==================== design 1
design_1/wire_density.png
24 x 14 tiles, from dark blue (low) to red (high), scaled to the fullest tile. Values are wire area over tile area, all layers added.
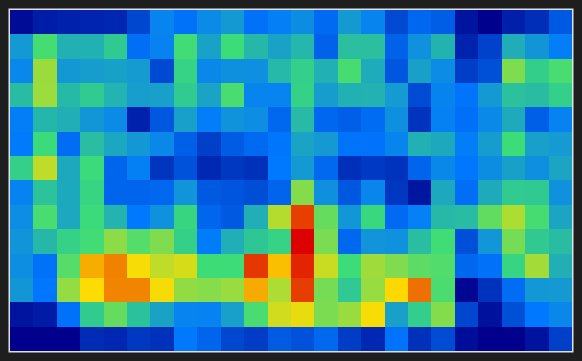

**config.mk**
```make
export PLATFORM = sky130hd
export DESIGN_NAME = mem_access_ctrl
export DESIGN_NICKNAME = d
export VERILOG_FILES = /design/src/rtl/mem_access_ctrl.sv
export SDC_FILE = /design/constraint.sdc
export NUM_CORES = 1
export LEC_CHECK = 0
export CORE_ASPECT_RATIO = 0.6
export CORE_UTILIZATION = 46
export CTS_BUF_LIST = sky130_fd_sc_hd__clkbuf_8
export DETAILED_ROUTE_END_ITERATION = 8
export HOLD_SLACK_MARGIN = 0.06
export PLACE_DENSITY_LB_ADDON = 0.2
export SLEW_MARGIN = 20
export SYNTH_ARGS = -nofsm -noshare
export SYNTH_HDL_FRONTEND = slang
export SYNTH_SLANG_ARGS = --single-unit
```
**constraint.sdc**
```tcl
create_clock -name clk -period 2.9 [get_ports clk]
set_input_delay 0.725 -clock clk [delete_from_list [all_inputs] [get_ports clk]]
set_output_delay 0.725 -clock clk [all_outputs]
set_load 0.01 [all_outputs]
```
**src/rtl/mem_access_ctrl.sv**
```systemverilog
// mem_access_ctrl
// Initiator-side sequencer that turns single or burst (req_len+1 words)
// read/write requests from the core into one memory strobe per beat.
// The data memory samples mem_addr/mem_wdata/mem_write/mem_read on the
// falling edge of clk, so every strobe is decoded from registered state.
//
// Ports:
//   clk, reset                  rising-edge clock, synchronous active-high reset
//   req_valid/req_ready         request handshake (accepted only in IDLE)
//   req_write/req_addr/req_len  op, start word address, word count minus one
//   wr_valid/wr_ready/wr_data   write data beat handshake
//   rd_valid/rd_ready/rd_data   read data beat handshake
//   rd_last                     last beat of a read burst (qualified by rd_valid)
//   busy                        burst in progress
//   err                         sticky out-of-range flag (0 unless bounds check built)
//   mem_addr/mem_wdata          memory address and write data
//   mem_write/mem_read          memory strobes, never both high
//   mem_rdata                   memory read data
//
// Build option: define MEMCTL_BOUNDS_CHECK_EN to suppress strobes for
// addresses >= DEPTH and flag them on err.
module mem_access_ctrl #(
  parameter int ADDR_W = 16,
  parameter int DATA_W = 32,
  parameter int LEN_W  = 4,
  parameter int DEPTH  = 256
) (
  input  logic              clk,
  input  logic              reset,
  input  logic              req_valid,
  output logic              req_ready,
  input  logic              req_write,
  input  logic [ADDR_W-1:0] req_addr,
  input  logic [LEN_W-1:0]  req_len,
  input  logic              wr_valid,
  output logic              wr_ready,
  input  logic [DATA_W-1:0] wr_data,
  output logic              rd_valid,
  input  logic              rd_ready,
  output logic [DATA_W-1:0] rd_data,
  output logic              rd_last,
  output logic              busy,
  output logic              err,
  output logic [ADDR_W-1:0] mem_addr,
  output logic [DATA_W-1:0] mem_wdata,
  output logic              mem_write,
  output logic              mem_read,
  input  logic [DATA_W-1:0] mem_rdata
);

`ifdef MEMCTL_BOUNDS_CHECK_EN
  localparam bit BOUNDS_EN = 1'b1;
`else
  localparam bit BOUNDS_EN = 1'b0;
`endif

  localparam logic [ADDR_W:0] DEPTH_LIM = (ADDR_W+1)'(DEPTH);

  typedef enum logic [2:0] {IDLE, WDATA, WRITE, READ, RESP} state_t;

  state_t              state_q, state_d;
  logic [ADDR_W-1:0]   addr_q, addr_d;
  logic [LEN_W-1:0]    cnt_q, cnt_d;
  logic [DATA_W-1:0]   wdata_q, wdata_d;
  logic [DATA_W-1:0]   rd_data_q, rd_data_d;
  logic                rd_valid_q, rd_valid_d;
  logic                rd_last_q, rd_last_d;
  logic                err_q, err_d;
  logic                oob;

  // Out-of-range test on the registered address; constant 0 when the
  // bounds check is not built, so addresses alias in the memory.
  assign oob = BOUNDS_EN && ({1'b0, addr_q} >= DEPTH_LIM);

  always_ff @(posedge clk) begin
    if (reset) begin
      state_q    <= IDLE;
      addr_q     <= '0;
      cnt_q      <= '0;
      wdata_q    <= '0;
      rd_data_q  <= '0;
      rd_valid_q <= 1'b0;
      rd_last_q  <= 1'b0;
      err_q      <= 1'b0;
    end else begin
      state_q    <= state_d;
      addr_q     <= addr_d;
      cnt_q      <= cnt_d;
      wdata_q    <= wdata_d;
      rd_data_q  <= rd_data_d;
      rd_valid_q <= rd_valid_d;
      rd_last_q  <= rd_last_d;
      err_q      <= err_d;
    end
  end

  always_comb begin
    state_d    = state_q;
    addr_d     = addr_q;
    cnt_d      = cnt_q;
    wdata_d    = wdata_q;
    rd_data_d  = rd_data_q;
    rd_valid_d = rd_valid_q;
    rd_last_d  = rd_last_q;
    err_d      = err_q;
    unique case (state_q)
      IDLE: begin
        if (req_valid) begin
          addr_d  = req_addr;
          cnt_d   = req_len;
          err_d   = 1'b0;
          state_d = req_write ? WDATA : READ;
        end
      end
      WDATA: begin
        if (wr_valid) begin
          wdata_d = wr_data;
          state_d = WRITE;
        end
      end
      WRITE: begin
        if (oob) err_d = 1'b1;
        if (cnt_q == '0) begin
          state_d = IDLE;
        end else begin
          addr_d  = addr_q + ADDR_W'(1);
          cnt_d   = cnt_q - LEN_W'(1);
          state_d = WDATA;
        end
      end
      READ: begin
        // Memory drove mem_rdata on this cycle's falling edge.
        rd_data_d  = oob ? '0 : mem_rdata;
        rd_valid_d = 1'b1;
        rd_last_d  = (cnt_q == '0);
        if (oob) err_d = 1'b1;
        state_d    = RESP;
      end
      RESP: begin
        if (rd_ready) begin
          rd_valid_d = 1'b0;
          rd_last_d  = 1'b0;
          if (rd_last_q) begin
            state_d = IDLE;
          end else begin
            addr_d  = addr_q + ADDR_W'(1);
            cnt_d   = cnt_q - LEN_W'(1);
            state_d = READ;
          end
        end
      end
      default: state_d = IDLE;
    endcase
  end

  assign req_ready = (state_q == IDLE);
  assign wr_ready  = (state_q == WDATA);
  assign busy      = (state_q != IDLE);
  assign mem_write = (state_q == WRITE) && !oob;
  assign mem_read  = (state_q == READ) && !oob;
  assign mem_addr  = addr_q;
  assign mem_wdata = wdata_q;
  assign rd_valid  = rd_valid_q;
  assign rd_data   = rd_data_q;
  assign rd_last   = rd_last_q;
  assign err       = BOUNDS_EN && err_q;

endmodule
```
==================== design 2
**config.mk**
```make
export PLATFORM = sky130hd
export DESIGN_NAME = wb_sequencer_flat
export DESIGN_NICKNAME = d
export VERILOG_FILES = /design/src/rtl/wb_sequencer_if.sv /design/src/rtl/wb_sequencer.sv /design/src/flat_wrapper.sv
export SDC_FILE = /design/constraint.sdc
export NUM_CORES = 1
export LEC_CHECK = 0
export CORE_MARGIN = 1
export CORE_UTILIZATION = 47
export DETAILED_ROUTE_END_ITERATION = 8
export PLACE_DENSITY = 0.79
export SKIP_LAST_GASP = 1
export SYNTH_ARGS = -nofsm -noshare
export SYNTH_HDL_FRONTEND = slang
export SYNTH_SLANG_ARGS = --single-unit
export TNS_END_PERCENT = 30
```
**constraint.sdc**
```tcl
create_clock -name clk -period 4.9 [get_ports clk]
set_input_delay 1.47 -clock clk [delete_from_list [all_inputs] [get_ports clk]]
set_output_delay 1.47 -clock clk [all_outputs]
set_load 0.05 [all_outputs]
```
**src/rtl/wb_sequencer_if.sv**
```systemverilog
`default_nettype none
// ---------------------------------------------------------------------------
// wb_sequencer_if : instruction handshake, data-memory strobes and writeback
// Revision 1.0
// ---------------------------------------------------------------------------
interface wb_sequencer_if #(
    parameter int OP_W  = 20,
    parameter int RA_W  = 5,
    parameter int CNT_W = 16
);
    logic             instr_valid;
    logic             instr_ready;
    logic [OP_W-1:0]  op_onehot;
    logic [RA_W-1:0]  rd_addr;
    logic             mem_rd_en;
    logic             mem_wr_en;
    logic             mem_ready;
    logic             wb_sel;
    logic             rf_we;
    logic [RA_W-1:0]  rf_waddr;
    logic             illegal_op;
    logic             mem_timeout;
    logic [CNT_W-1:0] retired_cnt;

    // Decoder / memory side
    modport master (
        output instr_valid, op_onehot, rd_addr, mem_ready,
        input  instr_ready, mem_rd_en, mem_wr_en, wb_sel, rf_we, rf_waddr,
               illegal_op, mem_timeout, retired_cnt
    );

    // Sequencer side
    modport slave (
        input  instr_valid, op_onehot, rd_addr, mem_ready,
        output instr_ready, mem_rd_en, mem_wr_en, wb_sel, rf_we, rf_waddr,
               illegal_op, mem_timeout, retired_cnt
    );
endinterface
`default_nettype wire

```
**src/rtl/wb_sequencer.sv**
```systemverilog
`default_nettype none
// ---------------------------------------------------------------------------
// wb_sequencer : multicycle IDLE/MEM/WB controller for the writeback path
// Revision 1.0
// ---------------------------------------------------------------------------
module wb_sequencer #(
    parameter int OP_W        = 20,
    parameter int RA_W        = 5,
    parameter int MEM_TIMEOUT = 15,
    parameter int CNT_W       = 16
) (
    input  wire logic       clk,
    input  wire logic       reset_n,
    wb_sequencer_if.slave   bus
);
    typedef enum logic [1:0] {
        S_IDLE = 2'd0,
        S_MEM  = 2'd1,
        S_WB   = 2'd2
    } state_t;

    localparam logic [7:0]      c_timeout   = 8'(MEM_TIMEOUT);
    localparam logic [OP_W-1:0] c_nowb_mask = OP_W'(20'h3C000);

    state_t           r_state;
    state_t           w_state_nxt;
    logic             r_is_load;
    logic [RA_W-1:0]  r_rd;
    logic [7:0]       r_wait;
    logic [7:0]       w_wait_nxt;
    logic             r_wb_sel;
    logic             r_illegal;
    logic             r_timeout;
    logic [CNT_W-1:0] r_cnt;

    logic w_onehot;
    logic w_is_mem;
    logic w_is_nowb;
    logic w_accept;
    logic w_retire;
    logic w_illegal_nxt;
    logic w_timeout_nxt;

    assign w_onehot  = (bus.op_onehot != '0) &&
                       ((bus.op_onehot & (bus.op_onehot - OP_W'(1))) == '0);
    assign w_is_mem  = bus.op_onehot[2] | bus.op_onehot[3];
    assign w_is_nowb = |(bus.op_onehot & c_nowb_mask);

    always_comb begin
        w_state_nxt   = r_state;
        w_wait_nxt    = r_wait;
        w_accept      = 1'b0;
        w_retire      = 1'b0;
        w_illegal_nxt = 1'b0;
        w_timeout_nxt = 1'b0;
        case (r_state)
            S_IDLE: begin
                if (bus.instr_valid) begin
                    w_accept   = 1'b1;
                    w_wait_nxt = 8'd0;
                    if (!w_onehot)      w_illegal_nxt = 1'b1;
                    else if (w_is_mem)  w_state_nxt   = S_MEM;
                    else if (w_is_nowb) w_retire      = 1'b1;
                    else                w_state_nxt   = S_WB;
                end
            end
            S_MEM: begin
                // An acknowledge arriving on the expiry cycle still completes the access
                if (bus.mem_ready) begin
                    if (r_is_load) begin
                        w_state_nxt = S_WB;
                    end else begin
                        w_state_nxt = S_IDLE;
                        w_retire    = 1'b1;
                    end
                end else if (r_wait == c_timeout - 8'd1) begin
                    w_state_nxt   = S_IDLE;
                    w_timeout_nxt = 1'b1;
                end else begin
                    w_wait_nxt = r_wait + 8'd1;
                end
            end
            S_WB: begin
                w_state_nxt = S_IDLE;
                w_retire    = 1'b1;
            end
            default: w_state_nxt = S_IDLE;
        endcase
    end

    always_ff @(posedge clk) begin
        if (!reset_n) begin
            r_state   <= S_IDLE;
            r_is_load <= 1'b0;
            r_rd      <= '0;
            r_wait    <= 8'd0;
            r_wb_sel  <= 1'b0;
            r_illegal <= 1'b0;
            r_timeout <= 1'b0;
            r_cnt     <= '0;
        end else begin
            r_state   <= w_state_nxt;
            r_wait    <= w_wait_nxt;
            r_illegal <= w_illegal_nxt;
            r_timeout <= w_timeout_nxt;
            if (w_accept) begin
                r_is_load <= bus.op_onehot[2];
                r_rd      <= bus.rd_addr;
            end
            // Select only moves on WB entry so the mux input stays stable otherwise
            if (w_state_nxt == S_WB && r_state != S_WB)
                r_wb_sel <= (r_state == S_MEM);
            if (w_retire)
                r_cnt <= r_cnt + CNT_W'(1);
        end
    end

    assign bus.instr_ready = (r_state == S_IDLE) && reset_n;
    assign bus.mem_rd_en   = (r_state == S_MEM) &&  r_is_load;
    assign bus.mem_wr_en   = (r_state == S_MEM) && !r_is_load;
    assign bus.rf_we       = (r_state == S_WB);
    assign bus.rf_waddr    = r_rd;
    assign bus.wb_sel      = r_wb_sel;
    assign bus.illegal_op  = r_illegal;
    assign bus.mem_timeout = r_timeout;
    assign bus.retired_cnt = r_cnt;
endmodule
`default_nettype wire

```
**src/flat_wrapper.sv**
```systemverilog
// flat-port wrapper written by rule: the top's interface ports become plain ports
module wb_sequencer_flat 
#(
    parameter int OP_W        = 20,
    parameter int RA_W        = 5,
    parameter int MEM_TIMEOUT = 15,
    parameter int CNT_W       = 16
)
  (clk, reset_n, bus_instr_valid, bus_op_onehot, bus_rd_addr, bus_mem_ready, bus_instr_ready, bus_mem_rd_en, bus_mem_wr_en, bus_wb_sel, bus_rf_we, bus_rf_waddr, bus_illegal_op, bus_mem_timeout, bus_retired_cnt);
  wb_sequencer_if #(.OP_W(OP_W), .RA_W(RA_W), .CNT_W(CNT_W)) bus_i ();
  input  wire logic clk;
  input  wire logic reset_n;
  input wire logic [$bits(bus_i.instr_valid)-1:0] bus_instr_valid;
  input wire logic [$bits(bus_i.op_onehot)-1:0] bus_op_onehot;
  input wire logic [$bits(bus_i.rd_addr)-1:0] bus_rd_addr;
  input wire logic [$bits(bus_i.mem_ready)-1:0] bus_mem_ready;
  output wire logic [$bits(bus_i.instr_ready)-1:0] bus_instr_ready;
  output wire logic [$bits(bus_i.mem_rd_en)-1:0] bus_mem_rd_en;
  output wire logic [$bits(bus_i.mem_wr_en)-1:0] bus_mem_wr_en;
  output wire logic [$bits(bus_i.wb_sel)-1:0] bus_wb_sel;
  output wire logic [$bits(bus_i.rf_we)-1:0] bus_rf_we;
  output wire logic [$bits(bus_i.rf_waddr)-1:0] bus_rf_waddr;
  output wire logic [$bits(bus_i.illegal_op)-1:0] bus_illegal_op;
  output wire logic [$bits(bus_i.mem_timeout)-1:0] bus_mem_timeout;
  output wire logic [$bits(bus_i.retired_cnt)-1:0] bus_retired_cnt;
  assign bus_i.instr_valid = bus_instr_valid;
  assign bus_i.op_onehot = bus_op_onehot;
  assign bus_i.rd_addr = bus_rd_addr;
  assign bus_i.mem_ready = bus_mem_ready;
  assign bus_instr_ready = bus_i.instr_ready;
  assign bus_mem_rd_en = bus_i.mem_rd_en;
  assign bus_mem_wr_en = bus_i.mem_wr_en;
  assign bus_wb_sel = bus_i.wb_sel;
  assign bus_rf_we = bus_i.rf_we;
  assign bus_rf_waddr = bus_i.rf_waddr;
  assign bus_illegal_op = bus_i.illegal_op;
  assign bus_mem_timeout = bus_i.mem_timeout;
  assign bus_retired_cnt = bus_i.retired_cnt;
  wb_sequencer #(.OP_W(OP_W), .RA_W(RA_W), .MEM_TIMEOUT(MEM_TIMEOUT), .CNT_W(CNT_W)) u_core (.clk(clk), .reset_n(reset_n), .bus(bus_i));
endmodule
```
==================== design 3
**src/rtl/alu_op_pkg.sv**
```systemverilog
// Shared ALU op encoding: opcode/funct constants and the decoded op struct.
// Used by both the issue stage and the EX-stage ALU.
package alu_op_pkg;

  localparam int OP_DATA_W = 32;
  localparam int OP_REG_W  = 5;

  localparam logic [5:0] OP_RTYPE = 6'b000000;
  localparam logic [5:0] OP_ADDI  = 6'b001000;
  localparam logic [5:0] OP_ANDI  = 6'b001100;
  localparam logic [5:0] OP_ORI   = 6'b001101;

  localparam logic [5:0] FN_ADD = 6'b100000;
  localparam logic [5:0] FN_SUB = 6'b100010;
  localparam logic [5:0] FN_AND = 6'b100100;
  localparam logic [5:0] FN_OR  = 6'b100101;
  localparam logic [5:0] FN_SLT = 6'b101010;
  localparam logic [5:0] FN_MUL = 6'b000010;

  typedef struct packed {
    logic [OP_DATA_W-1:0] a;
    logic [OP_DATA_W-1:0] b;
    logic [5:0]           func;
    logic [OP_REG_W-1:0]  rd;
    logic                 we;
  } alu_op_t;

endpackage

```
**src/rtl/alu_issue_decode.sv**
```systemverilog
// Combinational MIPS decode into an ALU op plus legal flag.
// ALU_ISSUE_MUL_EN makes R-type funct 000010 (MUL) legal.
module alu_issue_decode
  import alu_op_pkg::*;
(
  input  logic [31:0]          instr,
  input  logic [OP_DATA_W-1:0] rs_data,
  input  logic [OP_DATA_W-1:0] rt_data,
  output alu_op_t              op,
  output logic                 legal
);

  logic [5:0]  opcode;
  logic [5:0]  funct;
  logic [15:0] imm;
  logic        unused_fields;

  assign opcode = instr[31:26];
  assign funct  = instr[5:0];
  assign imm    = instr[15:0];
  // Register specifiers for the sources are consumed by the regfile read upstream.
  assign unused_fields = ^instr[25:21];

  always_comb begin
    op    = '0;
    legal = 1'b0;
    case (opcode)
      OP_RTYPE: begin
        op.a    = rs_data;
        op.b    = rt_data;
        op.func = funct;
        op.rd   = instr[15:11];
        case (funct)
          FN_ADD, FN_SUB, FN_AND, FN_OR, FN_SLT: legal = 1'b1;
`ifdef ALU_ISSUE_MUL_EN
          FN_MUL: legal = 1'b1;
`endif
          default: legal = 1'b0;
        endcase
      end
      OP_ADDI: begin
        op.a    = rs_data;
        op.b    = {{(OP_DATA_W-16){imm[15]}}, imm};
        op.func = OP_ADDI;
        op.rd   = instr[20:16];
        legal   = 1'b1;
      end
      OP_ANDI, OP_ORI: begin
        op.a    = rs_data;
        op.b    = {{(OP_DATA_W-16){1'b0}}, imm};
        op.func = opcode;
        op.rd   = instr[20:16];
        legal   = 1'b1;
      end
      default: legal = 1'b0;
    endcase
    op.we = (op.rd != '0);
  end

endmodule

```
**src/rtl/alu_issue_stage.sv**
```systemverilog
// ID/EX issue stage: decode, valid/ready pipeline register, flush, illegal counter.
// Optional macro ALU_ISSUE_MUL_EN enables MUL issue in the decoder.
module alu_issue_stage
  import alu_op_pkg::*;
#(
  parameter int DATA_W     = OP_DATA_W,  // must match the package op struct
  parameter int REG_ADDR_W = OP_REG_W,
  parameter int CNT_W      = 8
) (
  input  logic                  clk,
  input  logic                  rst_n,
  input  logic                  in_valid,
  output logic                  in_ready,
  input  logic [31:0]           instr,
  input  logic [DATA_W-1:0]     rs_data,
  input  logic [DATA_W-1:0]     rt_data,
  input  logic                  flush,
  output logic                  out_valid,
  input  logic                  out_ready,
  output logic [DATA_W-1:0]     out_a,
  output logic [DATA_W-1:0]     out_b,
  output logic [5:0]            out_func,
  output logic [REG_ADDR_W-1:0] out_rd,
  output logic                  out_we,
  output logic                  illegal,
  output logic [CNT_W-1:0]      illegal_cnt
);

  alu_op_t dec_op;
  logic    dec_legal;

  alu_issue_decode u_dec (
    .instr   (instr),
    .rs_data (rs_data),
    .rt_data (rt_data),
    .op      (dec_op),
    .legal   (dec_legal)
  );

  logic             out_valid_q, out_valid_d;
  alu_op_t          op_q, op_d;
  logic             illegal_q, illegal_d;
  logic [CNT_W-1:0] cnt_q, cnt_d;
  logic             accept, xfer;

  assign in_ready = !out_valid_q || out_ready;
  assign accept   = in_valid && in_ready;
  assign xfer     = out_valid_q && out_ready;

  always_comb begin
    out_valid_d = out_valid_q;
    op_d        = op_q;
    illegal_d   = 1'b0;
    cnt_d       = cnt_q;
    if (xfer) out_valid_d = 1'b0;
    // A flush discards whatever is accepted alongside it.
    if (accept && !flush) begin
      if (dec_legal) begin
        op_d        = dec_op;
        out_valid_d = 1'b1;
      end else begin
        illegal_d = 1'b1;
        if (cnt_q != '1) cnt_d = cnt_q + 1'b1;
      end
    end
    if (flush) out_valid_d = 1'b0;
  end

  always_ff @(posedge clk or negedge rst_n) begin
    if (!rst_n) begin
      out_valid_q <= 1'b0;
      op_q        <= '0;
      illegal_q   <= 1'b0;
      cnt_q       <= '0;
    end else begin
      out_valid_q <= out_valid_d;
      op_q        <= op_d;
      illegal_q   <= illegal_d;
      cnt_q       <= cnt_d;
    end
  end

  assign out_valid   = out_valid_q;
  assign out_a       = op_q.a;
  assign out_b       = op_q.b;
  assign out_func    = op_q.func;
  assign out_rd      = op_q.rd;
  assign out_we      = op_q.we;
  assign illegal     = illegal_q;
  assign illegal_cnt = cnt_q;

endmodule

```
**config.mk**
```make
export PLATFORM = sky130hd
export DESIGN_NAME = alu_issue_stage
export DESIGN_NICKNAME = d
export VERILOG_FILES = /design/src/rtl/alu_op_pkg.sv /design/src/rtl/alu_issue_decode.sv /design/src/rtl/alu_issue_stage.sv
export SDC_FILE = /design/constraint.sdc
export NUM_CORES = 1
export LEC_CHECK = 0
export ABC_AREA = 1
export ABC_CLOCK_PERIOD_IN_PS = 1600
export CAP_MARGIN = 20
export CORE_MARGIN = 2
export CORE_UTILIZATION = 43
export CTS_BUF_LIST = sky130_fd_sc_hd__clkbuf_8 sky130_fd_sc_hd__clkbuf_16
export CTS_CLUSTER_SIZE = 40
export DETAILED_ROUTE_END_ITERATION = 10
export PLACE_DENSITY = 0.78
export SETUP_SLACK_MARGIN = 0.2
export SLEW_MARGIN = 10
export SYNTH_ARGS = -nofsm -noshare
export SYNTH_HDL_FRONTEND = slang
export SYNTH_HIERARCHICAL = 1
export SYNTH_SLANG_ARGS = --single-unit
```
**constraint.sdc**
```tcl
create_clock -name clk -period 1.6 [get_ports clk]
set_input_delay 0.16 -clock clk [delete_from_list [all_inputs] [get_ports clk]]
set_output_delay 0.16 -clock clk [all_outputs]
set_load 0.01 [all_outputs]
```
design_1/clock_map.png
The bar under the picture is 20 um long.
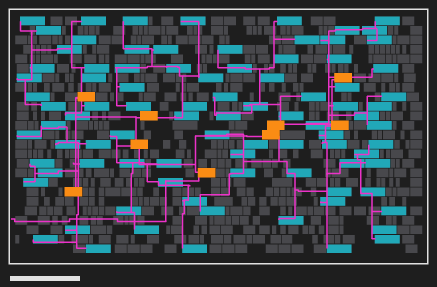
magenta -> clock wires  # length 1,020 um
orange -> cells driving clock nets  # count 9
cyan -> flip-flops  # count 89
flops lie = spread over the die
routed clock nets = 10
clock group power: 0.760 mW
Clk network pwr share: 0.265
Late-Pin Clk Latency: 0.35 ns
Worst Skew: 0.00511 ns

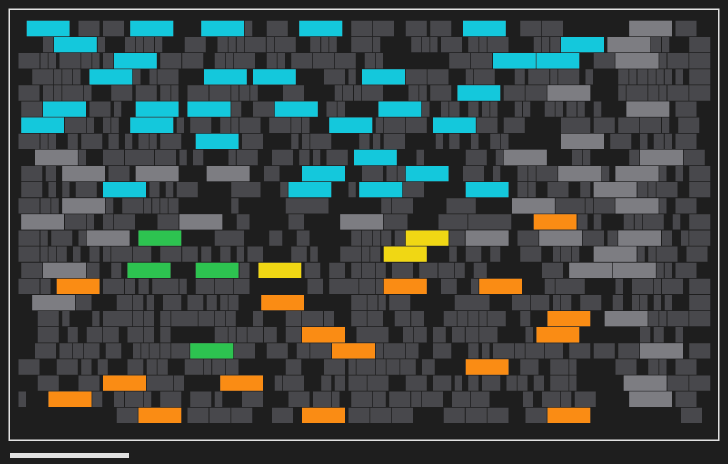
design_1/registers.png
The bar under the picture is 20 um long. Other sequential cells in the stronger gray, the rest of the logic in the fainter gray.
yellow -> state_q  # flops 3
green -> cnt_q  # flops 4, where left middle
cyan -> rd_data  # flops 32
orange -> mem_addr  # flops 16
not colored = 34
Reg area: 1780 um^2
Final Util: 0.733
Sequential Power: 1.39 mW

## Picture notes: design_1/wire_density.png
emptiest ninth of the die = top right
fullest tile = 0.65
densest ninth of the die = bottom middle
nearly empty tiles = 2.1%
mean over tiles = 0.23
tiles over half the peak = 20%
Avg WL per Cell: 15.5 um
Total Wirelength: 11,800 um
Global Route Usage Sum: 0.262
routed vias: 4,140

==> flow_metrics.env, design 1 <==
# flow metrics
export IMPL_outcome="finished, final reports clean"
export IMPL_clk_share=0.0297
export IMPL_chipArea_um2=8660
export IMPL_enable_flop_cells=0
export IMPL_r2r_end="mem_addr[11]"
export IMPL_holdPathStages=2
export IMPL_wl_met3_um=1270
export IMPL_n_all_inverters=14
export IMPL_drive_above_1_share=0.0473
export IMPL_met3_usage=0.0763
export IMPL_clockBufferDepth=2
export IMPL_mostFrequentLayoutCell="clkdlybuf4s50_1"
export IMPL_finalCriticalPeriod_ns=2.74
export IMPL_grt_max_degree=65
export IMPL_buf_share=0.321
[design 1: kinds of logic after synthesis]
| kind of cell | after synthesis | synth area share |
|---|---|---|
| mux | 3 | 0.00788 |
| fa+ha+maj | 3 | 0.00986 |
| xor+xnor | 2 | 0.00460 |
| simple gates | 201 | 0.238 |
| flops | 89 | 0.468 |
| buf+inv | 55 | 0.0591 |
| other cells | 1 | 0.000985 |
| compound gates | 138 | 0.212 |
[design 1: where the power goes]
part           total, mW  internal [mW]  switching (mW)
clock              0.760          0.329           0.431
sequential          1.39           1.30          0.0853
combinational      0.719          0.375           0.344
[design 1: registers in the layout, summed over array words and instances (netlist names)]
signal / count
mem_wdata: 32
rd_last: 1
state_q: 3
mem_addr: 16
rd_valid: 1
rd_data: 32
cnt_q: 4
[design 1: per-stage QoR]
| stage | hold WS [ns] | util |
|---|---|---|
| 5_1_grt | 0.471 | 0.733 |
| 3_5_place_dp | 0.447 | 0.710 |
| 4_1_cts | 0.458 | 0.732 |
| 6_report | 0.456 | 0.733 |
| 3_3_place_gp | 0.441 | 0.710 |
| 2_1_floorplan | 0.445 | - |
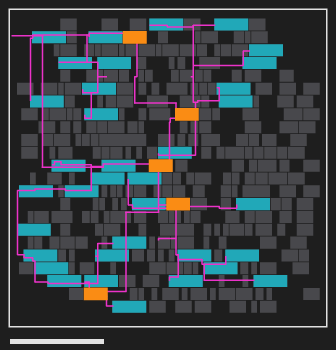
design_2/clock_map.png
The bar under the picture is 20 um long.
magenta -> clock wires  # length 465 um
cyan -> flip-flops  # count 35
orange -> cells driving clock nets  # count 5
routed clock nets = 6
Late-Pin Clk Latency: 0.29 ns
Worst Skew: 0.00382 ns
Clk network pwr share: 0.371
clock group power: 0.215 mW

==> flow_metrics.env, design 2 <==
# flow metrics
export IMPL_diodes=0
export IMPL_cts_tree="built"
export IMPL_yosysWarnings=0
export IMPL_worst_slew_pin_slew_ns=0.529
export IMPL_largest_reg_flops=16
export IMPL_finalNetCount=331
export IMPL_min_from="u_core.bus.rf_waddr[3]"
export IMPL_met1Wirelength_um=2300
export IMPL_crit_buf_inv=1
export IMPL_pin_count=57
export IMPL_post_cts_resized=0
export IMPL_xor_share=0.0265
export IMPL_seq_power_mw=0.289
export IMPL_cts_clk_slew_worst_paths_ns=0.08
export IMPL_grt_ovfl_total=0
export IMPL_outcome="finished, final reports clean"
export IMPL_crit_type="input port to flop"
export IMPL_slew_viol_final=0
export IMPL_core_area_um2=4030
export IMPL_busiest_layer="met2"
export IMPL_viasPerCell=5.58
export IMPL_hold_end="u_core.bus.rf_waddr[3]"
export IMPL_p_int_mw=0.425
export IMPL_netlist_area_um2=1990
export IMPL_synth_area_mux_share=0.0762
export IMPL_p_leak_nw=0.898
export IMPL_ff2ff_path_depth=7
export IMPL_route_detailed_drc=0
export IMPL_synth_area_per_cell_um2=8.21
export IMPL_enable_flop_cells=0
export IMPL_mostFrequentLayoutCell="clkdlybuf4s50_1"
export IMPL_track_usage=0.225
export IMPL_finalCriticalPeriod_ns=4.49
export IMPL_buf_share=0.220
export IMPL_final_area_um2=2690
export IMPL_crit_family="simple AND/OR/NAND/NOR gates"
export IMPL_maxCapViolCount=0
==> design 2: stage by stage <==
stage               worst slack [ns]  hold slack [ns]  utilization  power (mW)  cells
floorplan                      0.481            0.450            -       0.329    242
global placement               0.213            0.443        0.645       0.370    342
global route                   0.267            0.477        0.669       0.602    350
finish                         0.406            0.455        0.669       0.579    350
CTS                            0.424            0.460        0.669       0.587    350
detailed placement             0.147            0.449        0.645       0.370    342
==> design 2: synth_stat cells (2+ instances only) <==
cell	n	area [um^2]
mux2i_1	14	140
nand4_1	5	31.3
a21o_1	2	15.0
nand3_1	14	70.1
a21oi_1	21	105
inv_1	3	11.3
maj3_1	2	20.0
nor3b_1	2	15.0
dfxtp_1	35	701
a2111oi_0	2	17.5
a211oi_2	4	50.1
nand2_1	38	143
o21ai_0	4	20.0
or2_2	4	25.0
nand2b_1	14	87.6
ha_1	3	37.5
or4_1	4	30.0
nor2_1	17	63.8
nor3_1	8	40.0
xor2_1	5	43.8
and3_1	4	25.0
or3_1	4	25.0
clkbuf_1	7	26.3
or4_4	3	33.8
nor4_1	5	31.3
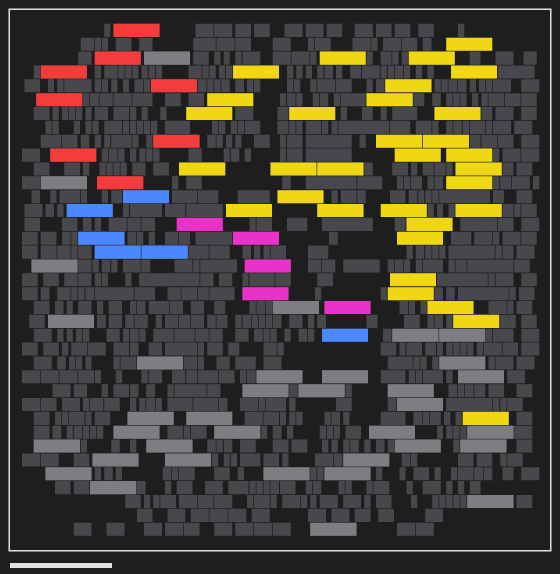
design_3/registers.png
The bar under the picture is 20 um long. Other sequential cells in the stronger gray, the rest of the logic in the fainter gray.
red -> illegal_cnt  # flops 8, where top left
yellow -> out_a  # flops 32
magenta -> out_rd  # flops 5, where middle
blue -> out_func  # flops 6, where left middle
not colored = 35
Sequential Power: 2.33 mW
Final Util: 0.723
Reg area: 2150 um^2

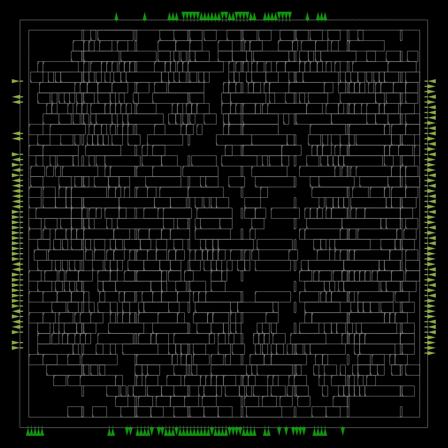
design_3/final_placement.png
CORE AREA: 10,200 um^2
Site Rows: 37
fin cells: 966
Seq area share: 0.291
TAP cells: 136

==> flow_metrics.env, design 3 <==
# flow metrics
export IMPL_grt_pass1_wl_um=21800
export IMPL_netlist_instances=582
export IMPL_ctsHtreeMaxLevel=3
export IMPL_combGateArea_um2=1810
export IMPL_drt_initial_drc_count=214
export IMPL_cp_slowest_cell="nor2_4"
export IMPL_place_hpwl_um=8480
export IMPL_largest_class="non-clock buffers"
export IMPL_outcome="finished, final reports clean"
export IMPL_reg2reg_slack_ns=0.24
export IMPL_grt_pass1_vias=4532
export IMPL_yosysTopAreaCellShare=0.481
export IMPL_post_cts_resized=124
export IMPL_buf_share=0.348
export IMPL_holdPathStages=5
export IMPL_hp_class="input port to flop"
export IMPL_skew_ns=0.00616
export IMPL_via_count=4657
export IMPL_clock_sinks=86
export IMPL_clk_share=0.0252
export IMPL_async_flop_share=1.00
export IMPL_crit_top_cell="buf_6"
export IMPL_combPwrFrac=0.207
==> design 3: cell families (layout without fill, tap and decap cells) <==
kind of cell | Yosys count | in the layout | share of synthesized area
compound gates | 101 | 101 | 0.128
buf+inv | 155 | 401 | 0.157
simple gates | 237 | 239 | 0.227
flops | 86 | 86 | 0.481
xor+xnor | 2 | 2 | 0.00392
fa+ha+maj | 1 | 1 | 0.00280
==> design 3: metrics by stage <==
stage / cells / power (mW) / setup TNS, ns
after floorplan: 582 / 2.70 / 0
after global placement: 902 / 3.25 / -37.55
after detailed placement: 902 / 3.26 / -41.50
after CTS: 956 / 4.76 / 0
after global routing: 966 / 5.00 / 0
final: 966 / 4.78 / 0
==> design 3: worst max-delay path by stage <==
stage | startpoint | end | slack [ns] | cells past startpoint
6_report | instr[31] | out_a[3] | 0.17 | 12
5_1_grt | instr[31] | out_a[3] | 0.11 | 12
4_1_cts | instr[30] | out_b[30] | 0.20 | 12
2_1_floorplan | instr[31] | out_a[15] | 0.1 | 11
3_5_place_dp | instr[28] | out_a[1] | -0.55 | 10
3_3_place_gp | instr[28] | out_a[10] | -0.48 | 10


==> layout pictures side by side <==
Sizing map.
panel A
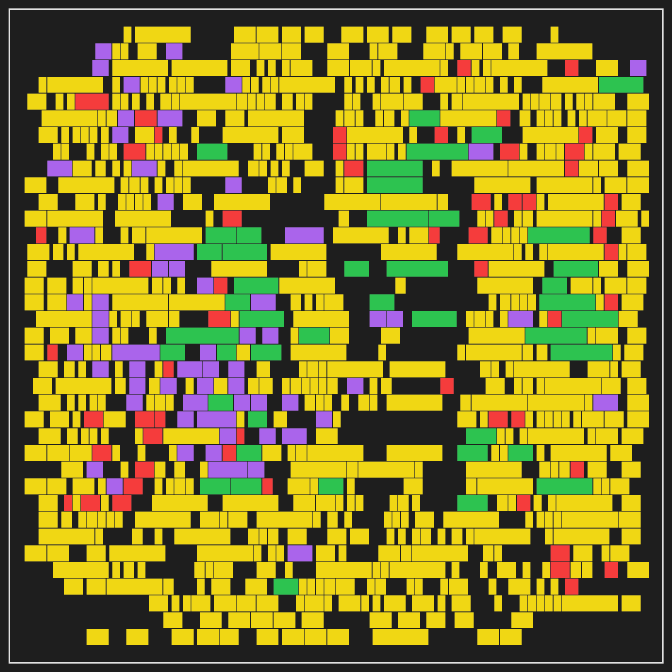
panel B
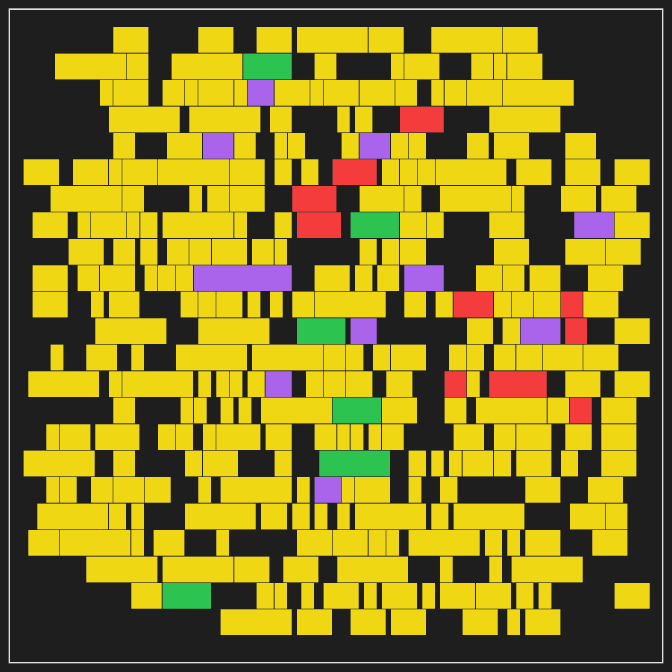
panel C
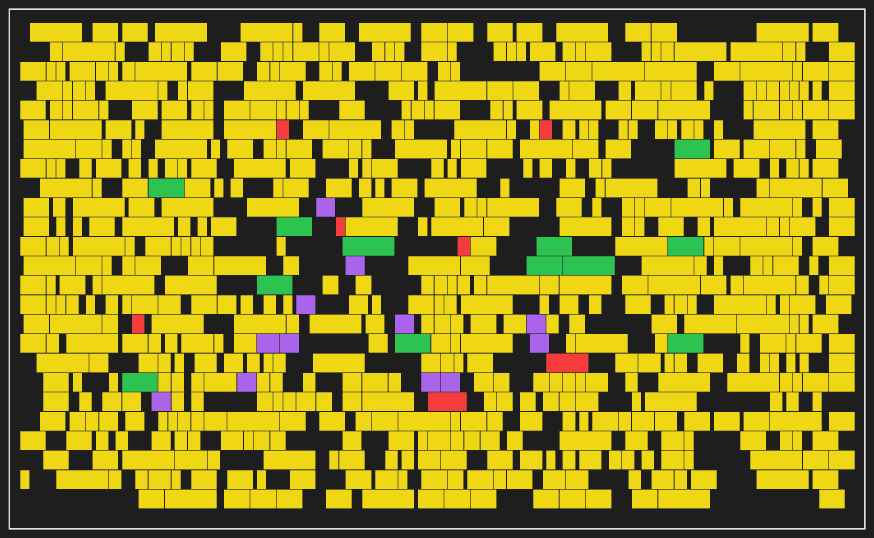
Panel C comes from design 1.
Panel B comes from design 2.
Panel A comes from design 3.

Key to panel C:
purple -> drive 3 to 4  # cells 12, share 1.8%
green -> drive 6 and up  # cells 12, share 1.8%
yellow -> drive 1 or less  # cells 624, share 95%
red -> drive 2  # cells 7, share 1.1%

Power figures rest on the tool's default switching activity, not on a simulated workload.
